==================== block 1
==> block_1/m1.png <==
Bar = 10 µm. Cells faint in the background.
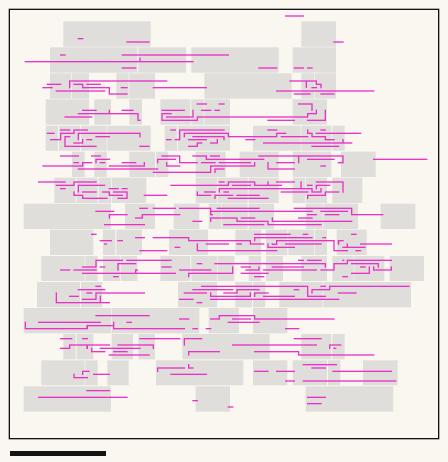
==> block_1/m2.png <==
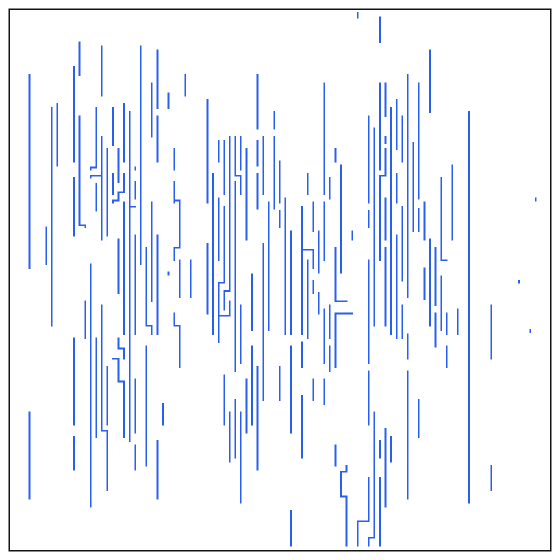
==> block_1/m3.png <==
Bar = 10 µm.
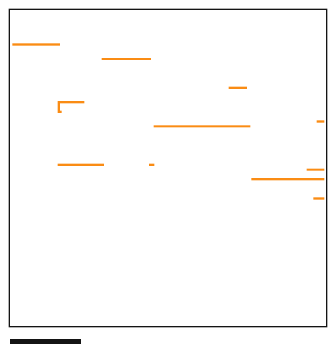
===== config.mk =====
export PLATFORM = sky130hd
export DESIGN_NAME = pulse_pacer
export DESIGN_NICKNAME = d
export VERILOG_FILES = /design/src/rtl/pulse_pacer.sv
export SDC_FILE = /design/constraint.sdc
export NUM_CORES = 1
export LEC_CHECK = 0
export CAP_MARGIN = 20
export CORE_UTILIZATION = 50
export DETAILED_ROUTE_END_ITERATION = 10
export HOLD_SLACK_MARGIN = 0.15
export PLACE_DENSITY = 0.73
export SLEW_MARGIN = 20
export SYNTH_ARGS = -nofsm -noshare
export SYNTH_HDL_FRONTEND = slang
export SYNTH_SLANG_ARGS = --single-unit

===== constraint.sdc =====
create_clock -name clk -period 2.99 [get_ports clk]
set_input_delay 0.4485 -clock clk [delete_from_list [all_inputs] [get_ports clk]]
set_output_delay 0.4485 -clock clk [all_outputs]
set_load 0.02 [all_outputs]

===== src/rtl/pulse_pacer.sv =====
// Pacing stage ahead of the cross-domain pulse synchronizer: counts incoming event
// strobes and re-issues them as single-cycle pulses spaced HOLDOFF+1 cycles apart.
module pulse_pacer #(
    parameter int CNT_W   = 4,
    parameter int HOLDOFF = 8
) (
    input  logic             clk,
    input  logic             reset_,
    input  logic             event_in,
    input  logic             ovf_clr,
    output logic             pulse_out,
    output logic [CNT_W-1:0] pending,
    output logic             busy,
    output logic             ovf
);

    localparam int HC_W = (HOLDOFF > 1) ? $clog2(HOLDOFF) : 1;
    localparam logic [HC_W-1:0]  HOLD_LOAD = HC_W'(HOLDOFF - 1);
    localparam logic [CNT_W-1:0] PEND_MAX  = '1;

    typedef enum logic [1:0] {
        IDLE  = 2'd0,
        PULSE = 2'd1,
        HOLD  = 2'd2
    } pacerState_t;

    pacerState_t       r_state;
    pacerState_t       w_stateNext;
    logic [HC_W-1:0]   r_holdCnt;
    logic [HC_W-1:0]   w_holdCntNext;
    logic [CNT_W-1:0]  r_pending;
    logic [CNT_W-1:0]  w_pendingNext;
    logic              r_pulse;
    logic              r_busy;
    logic              r_ovf;
    logic              w_ovfNext;
    logic              w_launch;
    logic              w_drop;

    // A launch only looks at the registered backlog, so an event arriving this
    // cycle can never trigger a pulse in the same cycle.
    always_comb begin
        w_launch      = (r_pending != '0) &&
                        ((r_state == IDLE) || ((r_state == HOLD) && (r_holdCnt == '0)));
        w_stateNext   = r_state;
        w_holdCntNext = r_holdCnt;
        case (r_state)
            IDLE: begin
                if (w_launch) begin
                    w_stateNext = PULSE;
                end
            end
            PULSE: begin
                w_stateNext   = HOLD;
                w_holdCntNext = HOLD_LOAD;
            end
            HOLD: begin
                if (r_holdCnt == '0) begin
                    w_stateNext = w_launch ? PULSE : IDLE;
                end else begin
                    w_holdCntNext = r_holdCnt - HC_W'(1);
                end
            end
            default: begin
                w_stateNext   = IDLE;
                w_holdCntNext = '0;
            end
        endcase
    end

    // Saturating backlog: a simultaneous launch frees a slot, so only an
    // unmatched event at full count is lost.
    always_comb begin
        w_drop        = event_in && !w_launch && (r_pending == PEND_MAX);
        w_pendingNext = r_pending;
        if (event_in && !w_launch && !w_drop) begin
            w_pendingNext = r_pending + CNT_W'(1);
        end else if (!event_in && w_launch) begin
            w_pendingNext = r_pending - CNT_W'(1);
        end
        w_ovfNext = w_drop || (r_ovf && !ovf_clr);
    end

    always_ff @(posedge clk or negedge reset_) begin
        if (!reset_) begin
            r_state   <= IDLE;
            r_holdCnt <= '0;
            r_pending <= '0;
            r_pulse   <= 1'b0;
            r_busy    <= 1'b0;
            r_ovf     <= 1'b0;
        end else begin
            r_state   <= w_stateNext;
            r_holdCnt <= w_holdCntNext;
            r_pending <= w_pendingNext;
            r_pulse   <= (w_stateNext == PULSE);
            r_busy    <= (w_stateNext != IDLE) || (w_pendingNext != '0);
            r_ovf     <= w_ovfNext;
        end
    end

    assign pulse_out = r_pulse;
    assign pending   = r_pending;
    assign busy      = r_busy;
    assign ovf       = r_ovf;

endmodule


==> run_results.csv <==
group,metric,value,unit
timing,timing.final.ws_setup,708.4,ps
status,status,"finished, final reports clean",
cts,post_cts_buffers,0,
worst_hold_path,min_path_type,"primary input to asynchronous set/reset pin",
timing,fmax,0.4383,GHz
detailed_routing,wl_met3,54,µm
critical_path,start_kind,"register",
yosys,top_cell,"inv_1",
critical_path,crit_start,"r_state[0]$_DFF_PN0_",
timing,fin_skew,12.22,ps
floorplan,chip_area,1994,µm²
power,leakagePower,0.4508,nW
detailed_routing,drc,0,
place,place_congestion,0.8552,
grt,grt_use_met3,4.082,%
timing,post-route-min-period,2282,ps
grt,grt_pass1_wl,3.118,mm
detailed_routing,drtAntennaViolNets,0,
yosys,ys_cells,97,
floorplan,die.size.x,44.65,µm
critical_path,r2r_cells,7,
detailed_routing,wire_per_inst,14.33,µm
detailed_routing,wirelength_met1,846,µm
grt,gr-total-overflow,0,
critical_path,worstPathMaxFanout,7,
layout,comb_cells,67,
yosys,ff_type,"dfrtp_1",
layout,fillers,160,
detailed_routing,top_layer_used,"met4",
## Picture notes: block_1/m1.png
share of all routed wire: 45%
wire length on this layer: 846 µm
nets with wire on the layer: 109
longest straight run: 17.5 µm
WL final: 1.892 mm
via count: 780

## Picture notes: block_1/m2.png
nets with wire on the layer: 103
wire length on this layer: 959 µm
main direction: vertical
longest straight run: 32.3 µm

## Picture notes: block_1/m3.png
longest straight run: 13.3 µm
wire length on this layer: 54.4 µm

==> worst max-delay path, stage by stage (launching register included) <==
cell and delay, ps:
dfrtp_1 430, inv_1 110, ha_1 300, and3b_1 280, o211a_1 250, or4b_4 520
a2bb2oi_2 160, nand4bb_1 110
==> power by group <==
part           switching, mW  internal [mW]  leakage [nW]
logic                  0.389          0.339         0.285
registers             0.0939          0.228         0.144
clock network         0.0563         0.0741        0.0210
total                  0.539          0.641         0.451
==> flip-flops by register name (all words and copies together), names as in the netlist <==
name       cells
pending        4
r_holdCnt      3
r_state        2
busy           1
ovf            1
pulse_out      1

==================== block 2
==> block_2/m1.png <==
Bar = 50 µm. Cells faint in the background.
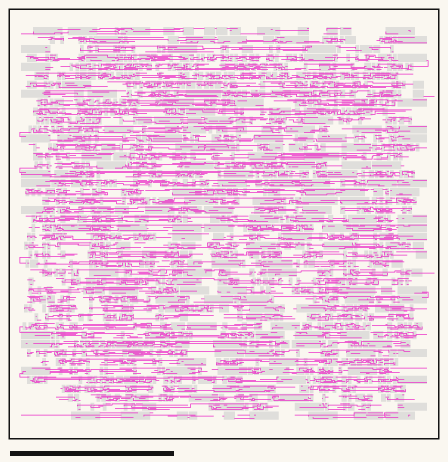
==> block_2/m2.png <==
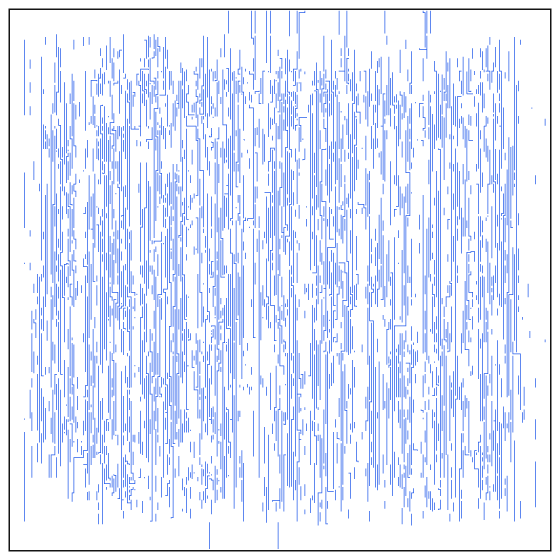
==> block_2/m3.png <==
Bar = 50 µm.
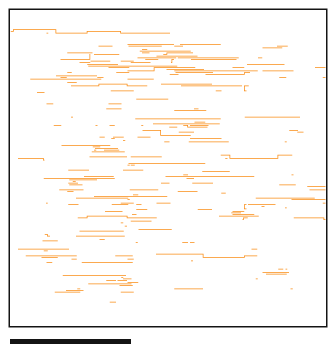
### src/rtl/alu_packet_responder.sv
// Packet engine behind the UART ALU: parses opcode/reserved/LEN headers and
// answers with a payload echo or a 32-bit little-endian sum of payload words.
module alu_packet_responder (
    input  logic       clk_i,
    input  logic       rst_i,
    input  logic [7:0] rx_data_i,
    input  logic       rx_valid_i,
    output logic       rx_ready_o,
    output logic [7:0] tx_data_o,
    output logic       tx_valid_o,
    input  logic       tx_ready_i,
    output logic       err_o,
    output logic       busy_o
);
    typedef enum logic [2:0] {
        S_OPCODE, S_RSVD, S_LEN_LO, S_LEN_HI, S_PAYLOAD, S_DRAIN, S_RESULT
    } state_t;

    localparam logic [7:0] OP_ECHO = 8'hEC;
    localparam logic [7:0] OP_ADD  = 8'hAD;

    state_t      state_q, state_d;
    logic [7:0]  opcode_q, opcode_d;
    logic [7:0]  len_lo_q, len_lo_d;
    logic [15:0] rem_q, rem_d;
    logic [31:0] acc_q, acc_d;
    logic [31:0] word_q, word_d;
    logic [1:0]  byte_idx_q, byte_idx_d;
    logic [2:0]  res_idx_q, res_idx_d;
    logic [7:0]  tx_data_q, tx_data_d;
    logic        tx_valid_q, tx_valid_d;
    logic        tx_res_q, tx_res_d;
    logic        err_q, err_d;

    logic        rx_ready_c;
    logic        rx_fire;
    logic        tx_slot_free;
    logic        is_echo, is_add;
    logic [15:0] len_full;
    logic [31:0] word_next;
    logic [31:0] sum_next;
    logic [31:0] acc_shift;
    logic        enter_result;
    logic [31:0] result_val;

    assign is_echo      = (opcode_q == OP_ECHO);
    assign is_add       = (opcode_q == OP_ADD);
    assign len_full     = {rx_data_i, len_lo_q};
    assign tx_slot_free = !tx_valid_q || tx_ready_i;
    assign word_next    = word_q | ({24'd0, rx_data_i} << {byte_idx_q, 3'b000});
    assign sum_next     = acc_q + word_next;
    assign acc_shift    = acc_q >> {res_idx_q[1:0], 3'b000};
    assign rx_fire      = rx_valid_i && rx_ready_c;

    always_comb begin
        state_d      = state_q;
        opcode_d     = opcode_q;
        len_lo_d     = len_lo_q;
        rem_d        = rem_q;
        acc_d        = acc_q;
        word_d       = word_q;
        byte_idx_d   = byte_idx_q;
        res_idx_d    = res_idx_q;
        tx_data_d    = tx_data_q;
        tx_valid_d   = tx_valid_q;
        tx_res_d     = tx_res_q;
        err_d        = 1'b0;
        rx_ready_c   = 1'b0;
        enter_result = 1'b0;
        result_val   = 32'd0;

        if (tx_valid_q && tx_ready_i) begin
            tx_valid_d = 1'b0;
            tx_res_d   = 1'b0;
        end

        case (state_q)
            S_OPCODE: begin
                rx_ready_c = !(tx_valid_q && tx_res_q);
                if (rx_fire) begin
                    opcode_d = rx_data_i;
                    state_d  = S_RSVD;
                end
            end
            S_RSVD: begin
                rx_ready_c = 1'b1;
                if (rx_fire) state_d = S_LEN_LO;
            end
            S_LEN_LO: begin
                rx_ready_c = 1'b1;
                if (rx_fire) begin
                    len_lo_d = rx_data_i;
                    state_d  = S_LEN_HI;
                end
            end
            S_LEN_HI: begin
                rx_ready_c = 1'b1;
                if (rx_fire) begin
                    rem_d      = len_full - 16'd4;
                    acc_d      = 32'd0;
                    word_d     = 32'd0;
                    byte_idx_d = 2'd0;
                    if (len_full < 16'd4) begin
                        err_d   = 1'b1;
                        state_d = S_OPCODE;
                    end else if (!is_echo && !is_add) begin
                        err_d   = 1'b1;
                        state_d = (len_full > 16'd4) ? S_DRAIN : S_OPCODE;
                    end else if (len_full == 16'd4) begin
                        if (is_add) begin
                            state_d      = S_RESULT;
                            enter_result = 1'b1;
                        end else begin
                            state_d = S_OPCODE;
                        end
                    end else begin
                        state_d = S_PAYLOAD;
                    end
                end
            end
            S_PAYLOAD: begin
                if (is_echo) begin
                    rx_ready_c = tx_slot_free;
                    if (rx_fire) begin
                        tx_data_d  = rx_data_i;
                        tx_valid_d = 1'b1;
                        tx_res_d   = 1'b0;
                        rem_d      = rem_q - 16'd1;
                        if (rem_q == 16'd1) state_d = S_OPCODE;
                    end
                end else begin
                    rx_ready_c = 1'b1;
                    if (rx_fire) begin
                        rem_d = rem_q - 16'd1;
                        // A short final word is already zero-extended in word_next.
                        if (byte_idx_q == 2'd3 || rem_q == 16'd1) begin
                            acc_d      = sum_next;
                            word_d     = 32'd0;
                            byte_idx_d = 2'd0;
                        end else begin
                            word_d     = word_next;
                            byte_idx_d = byte_idx_q + 2'd1;
                        end
                        if (rem_q == 16'd1) begin
                            state_d      = S_RESULT;
                            enter_result = 1'b1;
                            result_val   = sum_next;
                        end
                    end
                end
            end
            S_DRAIN: begin
                rx_ready_c = 1'b1;
                if (rx_fire) begin
                    rem_d = rem_q - 16'd1;
                    if (rem_q == 16'd1) state_d = S_OPCODE;
                end
            end
            S_RESULT: begin
                if (res_idx_q == 3'd4) begin
                    if (tx_valid_q && tx_ready_i) begin
                        acc_d   = 32'd0;
                        state_d = S_OPCODE;
                    end
                end else if (tx_slot_free) begin
                    tx_data_d  = acc_shift[7:0];
                    tx_valid_d = 1'b1;
                    tx_res_d   = 1'b1;
                    res_idx_d  = res_idx_q + 3'd1;
                end
            end
            default: state_d = S_OPCODE;
        endcase

        // Load result byte 0 straight away unless an echo byte still occupies the slot.
        if (enter_result) begin
            if (tx_slot_free) begin
                tx_data_d  = result_val[7:0];
                tx_valid_d = 1'b1;
                tx_res_d   = 1'b1;
                res_idx_d  = 3'd1;
            end else begin
                res_idx_d  = 3'd0;
            end
        end
    end

    always_ff @(posedge clk_i or posedge rst_i) begin
        if (rst_i) begin
            state_q    <= S_OPCODE;
            opcode_q   <= 8'd0;
            len_lo_q   <= 8'd0;
            rem_q      <= 16'd0;
            acc_q      <= 32'd0;
            word_q     <= 32'd0;
            byte_idx_q <= 2'd0;
            res_idx_q  <= 3'd0;
            tx_data_q  <= 8'd0;
            tx_valid_q <= 1'b0;
            tx_res_q   <= 1'b0;
            err_q      <= 1'b0;
        end else begin
            state_q    <= state_d;
            opcode_q   <= opcode_d;
            len_lo_q   <= len_lo_d;
            rem_q      <= rem_d;
            acc_q      <= acc_d;
            word_q     <= word_d;
            byte_idx_q <= byte_idx_d;
            res_idx_q  <= res_idx_d;
            tx_data_q  <= tx_data_d;
            tx_valid_q <= tx_valid_d;
            tx_res_q   <= tx_res_d;
            err_q      <= err_d;
        end
    end

    assign rx_ready_o = rx_ready_c && !rst_i;
    assign tx_data_o  = tx_data_q;
    assign tx_valid_o = tx_valid_q;
    assign err_o      = err_q;
    assign busy_o     = (state_q != S_OPCODE);
endmodule

### config.mk
export PLATFORM = sky130hd
export DESIGN_NAME = alu_packet_responder
export DESIGN_NICKNAME = d
export VERILOG_FILES = /design/src/rtl/alu_packet_responder.sv
export SDC_FILE = /design/constraint.sdc
export NUM_CORES = 1
export LEC_CHECK = 0
export ABC_AREA = 1
export CORE_MARGIN = 3
export CORE_UTILIZATION = 57
export DETAILED_ROUTE_END_ITERATION = 10
export HOLD_SLACK_MARGIN = 0.03
export PLACE_DENSITY_LB_ADDON = 0.05
export SLEW_MARGIN = 30
export SYNTH_ARGS = -nofsm -noshare
export SYNTH_HDL_FRONTEND = slang
export SYNTH_SLANG_ARGS = --single-unit
export TNS_END_PERCENT = 100
### constraint.sdc
create_clock -name clk_i -period 6.6 [get_ports clk_i]
set_input_delay 1.98 -clock clk_i [delete_from_list [all_inputs] [get_ports clk_i]]
set_output_delay 1.98 -clock clk_i [all_outputs]
set_load 0.1 [all_outputs]
==> run_results.csv <==
group,metric,value,unit
timing,finalHoldViolCount,0,
cts,numCtsBuffers,17,
cts,htree_levels,4,
timing,relSlewSlack,32.45,%
yosys,synth-edff-count,0,
timing,worst_pin_slew,1010,ps
place,placed_cell_area,9116,µm²
grt,grt_pass1_wl,42.59,mm
yosys,synth_area,8790,µm²
power,comb_power_share,50.1,%
grt,gr-total-overflow,0,
critical_path,worstPathMaxFanout,14,
critical_path,r2r_cells,15,
floorplan,initial_core_util,59.35,%
critical_path,arrival,3700,ps
worst_hold_path,min_path_type,"register to register",
status,status,"finished, final reports clean",
critical_path,crit_chain,"clkdlybuf4s50_1 -> nor2_2 -> nor2_2 -> nor2_1 -> nand3_2 -> nand2_1 -> inv_1 -> buf_12",
yosys,ys_sh_adder,5.637,%
critical_path,crit_buf_inv,3,
timing,fmax,0.1761,GHz
power,clk-power,1.00,mW
cts,cts_resized,0,
power,seq_power_share,26.9,%
yosys,synth.largest_area_cell,"dfrtp_1",
worst_hold_path,min_from,"opcode_q[4]$_DFFE_PP0P_",
## Picture notes: block_2/m1.png
wire length on this layer: 12000 µm
share of all routed wire: 44%
nets with wire on the layer: 1302
via count: 8988
WL final: 26.97 mm
met1 Track Usage GR: 45.95%

## Picture notes: block_2/m2.png
share of all routed wire: 47%
wire length on this layer: 12600 µm
main direction: vertical
longest straight run: 64.3 µm
nets with wire on the layer: 1092
met2 GRT Util: 51.93%

## Picture notes: block_2/m3.png
share of all routed wire: 6.8%
nets with wire on the layer: 146
met3 usage: 4.544%

final cells by class:
cell class	instances	area [µm²]	share of cell area [%]
Clock buffer	20	446.7	4.585
Clock inverter	12	178.9	1.837
Inverter	153	580.6	5.959
Multi-Input combinational cell	1009	5125	52.61
Sequential cell	115	2878	29.54
Tap cell	184	230.2	2.363
Timing Repair Buffer	27	302.8	3.108
registers in the layout, summed over array words and instances, names as in the netlist:
name,cells
acc_q,32
len_lo_q,8
byte_idx_q,2
rem_q,16
tx_valid_o,1
opcode_q,8
tx_res_q,1
state_q,3
res_idx_q,3
err_o,1
tx_data_o,8
word_q,32

==================== block 3
<file path="src/rtl/pc_ctrl.sv">
// rtl/pc_ctrl.sv - fetch program-counter controller with redirect priority and return-address stack
module pc_ctrl #(
    parameter int unsigned           DATA_WIDTH   = 32,
    parameter logic [DATA_WIDTH-1:0] RESET_VECTOR = 32'h0000_0000,
    parameter logic [DATA_WIDTH-1:0] EXC_VECTOR   = 32'h0000_0180,
    parameter int unsigned           RAS_DEPTH    = 4
) (
    input  logic                  clk,
    input  logic                  rst,
    input  logic                  en,
    input  logic                  fetch_rdy,
    input  logic                  exc_valid,
    input  logic                  jr_valid,
    input  logic [DATA_WIDTH-1:0] jr_target,
    input  logic                  j_valid,
    input  logic [25:0]           j_index,
    input  logic                  br_taken,
    input  logic [15:0]           br_offset,
    input  logic                  link,
    input  logic                  ret,
    output logic [DATA_WIDTH-1:0] pc,
    output logic [DATA_WIDTH-1:0] pc_plus4,
    output logic                  fetch_valid,
    output logic [DATA_WIDTH-1:0] ras_top,
    output logic                  ras_empty,
    output logic                  ras_full,
    output logic                  addr_err
);

    localparam int PW = $clog2(RAS_DEPTH);
    localparam int CW = PW + 1;

    typedef enum logic [1:0] {ST_BOOT, ST_RUN, ST_FLUSH} state_e;

    state_e                state_q;
    logic [DATA_WIDTH-1:0] pc_q;
    logic                  fetch_valid_q;
    logic                  addr_err_q;
    logic [DATA_WIDTH-1:0] ras_q [RAS_DEPTH];
    logic [PW-1:0]         ras_sp_q;
    logic [CW-1:0]         ras_cnt_q;

    logic                  redirect;
    logic                  take_jr;
    logic                  take_j;
    logic                  jr_misaligned;
    logic                  do_push;
    logic                  do_pop;
    logic [PW-1:0]         push_idx;
    logic [DATA_WIDTH-1:0] target_d;

    assign pc_plus4 = pc_q + DATA_WIDTH'(4);

    always_comb begin
        redirect      = exc_valid | jr_valid | j_valid | br_taken;
        take_jr       = !exc_valid && jr_valid;
        take_j        = !exc_valid && !jr_valid && j_valid;
        jr_misaligned = take_jr && (jr_target[1:0] != 2'b00);
        do_push       = link && (take_jr || take_j);
        do_pop        = ret && take_jr;
        push_idx      = ras_sp_q + PW'(1);
        target_d      = pc_plus4 + {{(DATA_WIDTH-18){br_offset[15]}}, br_offset, 2'b00};
        if (exc_valid || jr_misaligned) begin
            target_d = EXC_VECTOR;
        end else if (take_jr) begin
            target_d = jr_target;
        end else if (take_j) begin
            target_d = {pc_plus4[DATA_WIDTH-1:28], j_index, 2'b00};
        end
    end

    always_ff @(posedge clk) begin
        if (rst) begin
            state_q       <= ST_BOOT;
            pc_q          <= RESET_VECTOR;
            fetch_valid_q <= 1'b0;
            addr_err_q    <= 1'b0;
            ras_sp_q      <= '0;
            ras_cnt_q     <= '0;
        end else begin
            addr_err_q <= 1'b0;
            if (en) begin
                case (state_q)
                    ST_RUN: begin
                        if (redirect) begin
                            pc_q          <= target_d;
                            state_q       <= ST_FLUSH;
                            fetch_valid_q <= 1'b0;
                            addr_err_q    <= jr_misaligned;
                            if (exc_valid) begin
                                ras_cnt_q <= '0;
                            end else if (do_push && do_pop) begin
                                ras_q[ras_sp_q] <= pc_plus4;
                            end else if (do_push) begin
                                // Circular: a push when full silently overwrites the oldest slot.
                                ras_q[push_idx] <= pc_plus4;
                                ras_sp_q        <= push_idx;
                                if (ras_cnt_q != CW'(RAS_DEPTH)) begin
                                    ras_cnt_q <= ras_cnt_q + CW'(1);
                                end
                            end else if (do_pop && ras_cnt_q != '0) begin
                                ras_sp_q  <= ras_sp_q - PW'(1);
                                ras_cnt_q <= ras_cnt_q - CW'(1);
                            end
                        end else if (fetch_rdy) begin
                            pc_q <= pc_plus4;
                        end
                    end
                    // BOOT and FLUSH are one-cycle fetch bubbles; redirects are ignored there.
                    ST_BOOT, ST_FLUSH: begin
                        state_q       <= ST_RUN;
                        fetch_valid_q <= 1'b1;
                    end
                    default: begin
                        state_q       <= ST_BOOT;
                        fetch_valid_q <= 1'b0;
                    end
                endcase
            end
        end
    end

    assign pc          = pc_q;
    assign fetch_valid = fetch_valid_q;
    assign addr_err    = addr_err_q;
    assign ras_empty   = (ras_cnt_q == '0);
    assign ras_full    = (ras_cnt_q == CW'(RAS_DEPTH));
    assign ras_top     = ras_empty ? '0 : ras_q[ras_sp_q];

endmodule

</file>
<file path="config.mk">
export PLATFORM = sky130hd
export DESIGN_NAME = pc_ctrl
export DESIGN_NICKNAME = d
export VERILOG_FILES = /design/src/rtl/pc_ctrl.sv
export SDC_FILE = /design/constraint.sdc
export NUM_CORES = 1
export LEC_CHECK = 0
export CORE_AREA = 10 10 150 152
export DETAILED_ROUTE_END_ITERATION = 16
export DIE_AREA = 0 0 160 162
export GPL_ROUTABILITY_DRIVEN = 0
export HOLD_SLACK_MARGIN = 0.08
export PLACE_DENSITY = 0.75
export SETUP_SLACK_MARGIN = 0.05
export SLEW_MARGIN = 15
export SYNTH_ARGS = -nofsm -noshare
export SYNTH_HDL_FRONTEND = slang
export SYNTH_SLANG_ARGS = --single-unit
</file>
<file path="constraint.sdc">
create_clock -name clk -period 9.4 [get_ports clk]
set_input_delay 1.88 -clock clk [delete_from_list [all_inputs] [get_ports clk]]
set_output_delay 1.88 -clock clk [all_outputs]
set_load 0.01 [all_outputs]
</file>
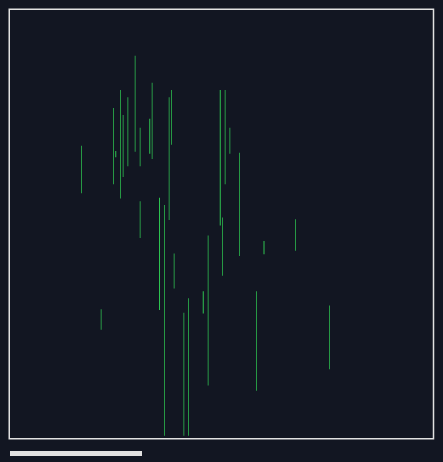
(block_3/m4.png)
Bar = 50 µm.
wire length on this layer: 856 µm
share of all routed wire: 3.0%
main direction: vertical
longest straight run: 87.0 µm
nets with wire on the layer: 23
WL final: 28.77 mm
via count: 7822

==> run_results.csv <==
group,metric,value,unit
critical_path,crit_chain,"and3_1 -> and3_1 -> and4_1 -> nand2_1 -> nor2_1 -> xor2_1 -> clkdlybuf4s50_1",
place,place_hpwl,21.27,mm
power,seq_power_share,45.5,%
status,status,"finished, final reports clean",
yosys,numSynthFlops,170,
timing,finalHoldViolCount,0,
yosys,ys_area,9629,µm²
cts,clk_pin_slew,60,ps
layout,syn2layout_area_growth,27.86,%
timing,fin_crit_sh,58.74,%
cts,post_cts_buffers,0,
critical_path,r2r_cells,16,
grt,gr-total-overflow,0,
critical_path,r2r_end,"pc[30]$_SDFFE_PP0P_",
floorplan,initial_core_util,49.64,%
yosys,xor_share,4.899,%
critical_path,cp_slowest_cell,"clkdlybuf4s50_1",
critical_path,cpLargestDelayFamily,"simple AND/OR/NAND/NOR gates",
place,portBuffers,183,
power,p_switching,0.4385,mW
-- cell type report --
| class | count | area (µm²) | share of cell area (%) |
|---|---|---|---|
| clock inverter | 5 | 83.83 | 0.6809 |
| sequential | 170 | 4686 | 38.06 |
| tap | 265 | 331.6 | 2.693 |
| clock buffer | 27 | 513.0 | 4.167 |
| inverter | 18 | 67.56 | 0.5488 |
| timing repair buffer | 200 | 1959 | 15.91 |
| multi-input combinational | 638 | 4671 | 37.94 |
-- sequential cells by signal (all words and copies together), names as in the netlist, named ones only --
register,cells
ras_cnt_q,3
addr_err,1
state_q,2
pc,32
ras_sp_q,2
ras_q,128


==> layout pictures side by side <==
Clock nets.
image #1
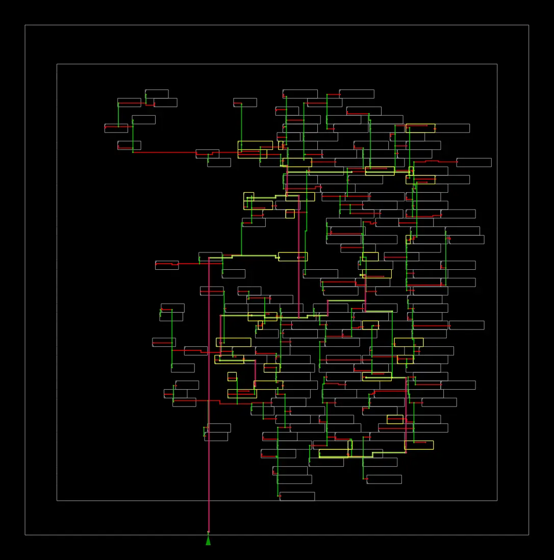
image #2
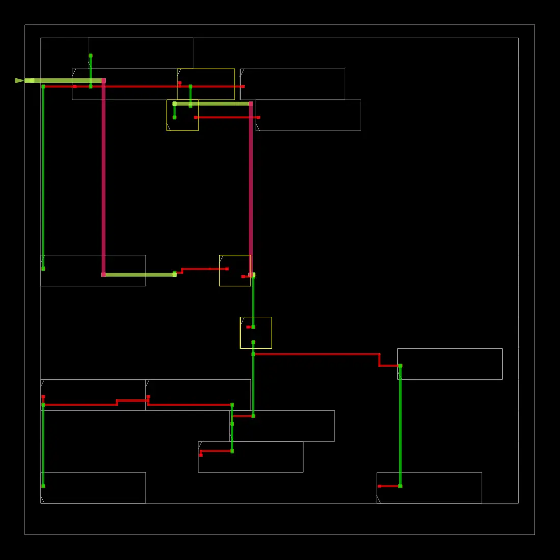
image #3
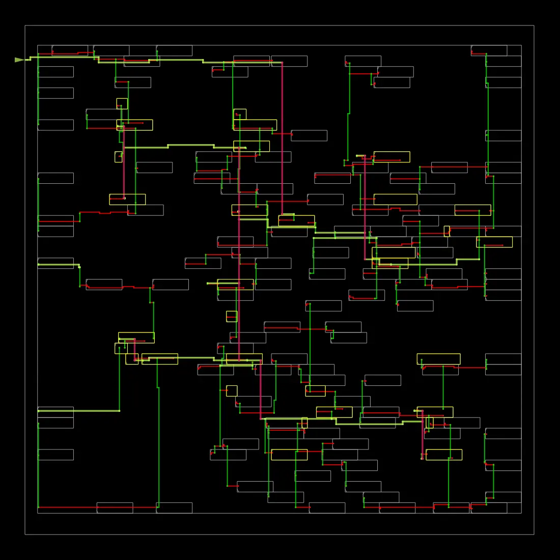
The one with the fewest clock buffers is image #2.
The one with the fewest sequential cells is image #2.
image #1 -> block 3
image #3 -> block 2
image #2 -> block 1

Power is estimated from default activity; no workload was simulated.
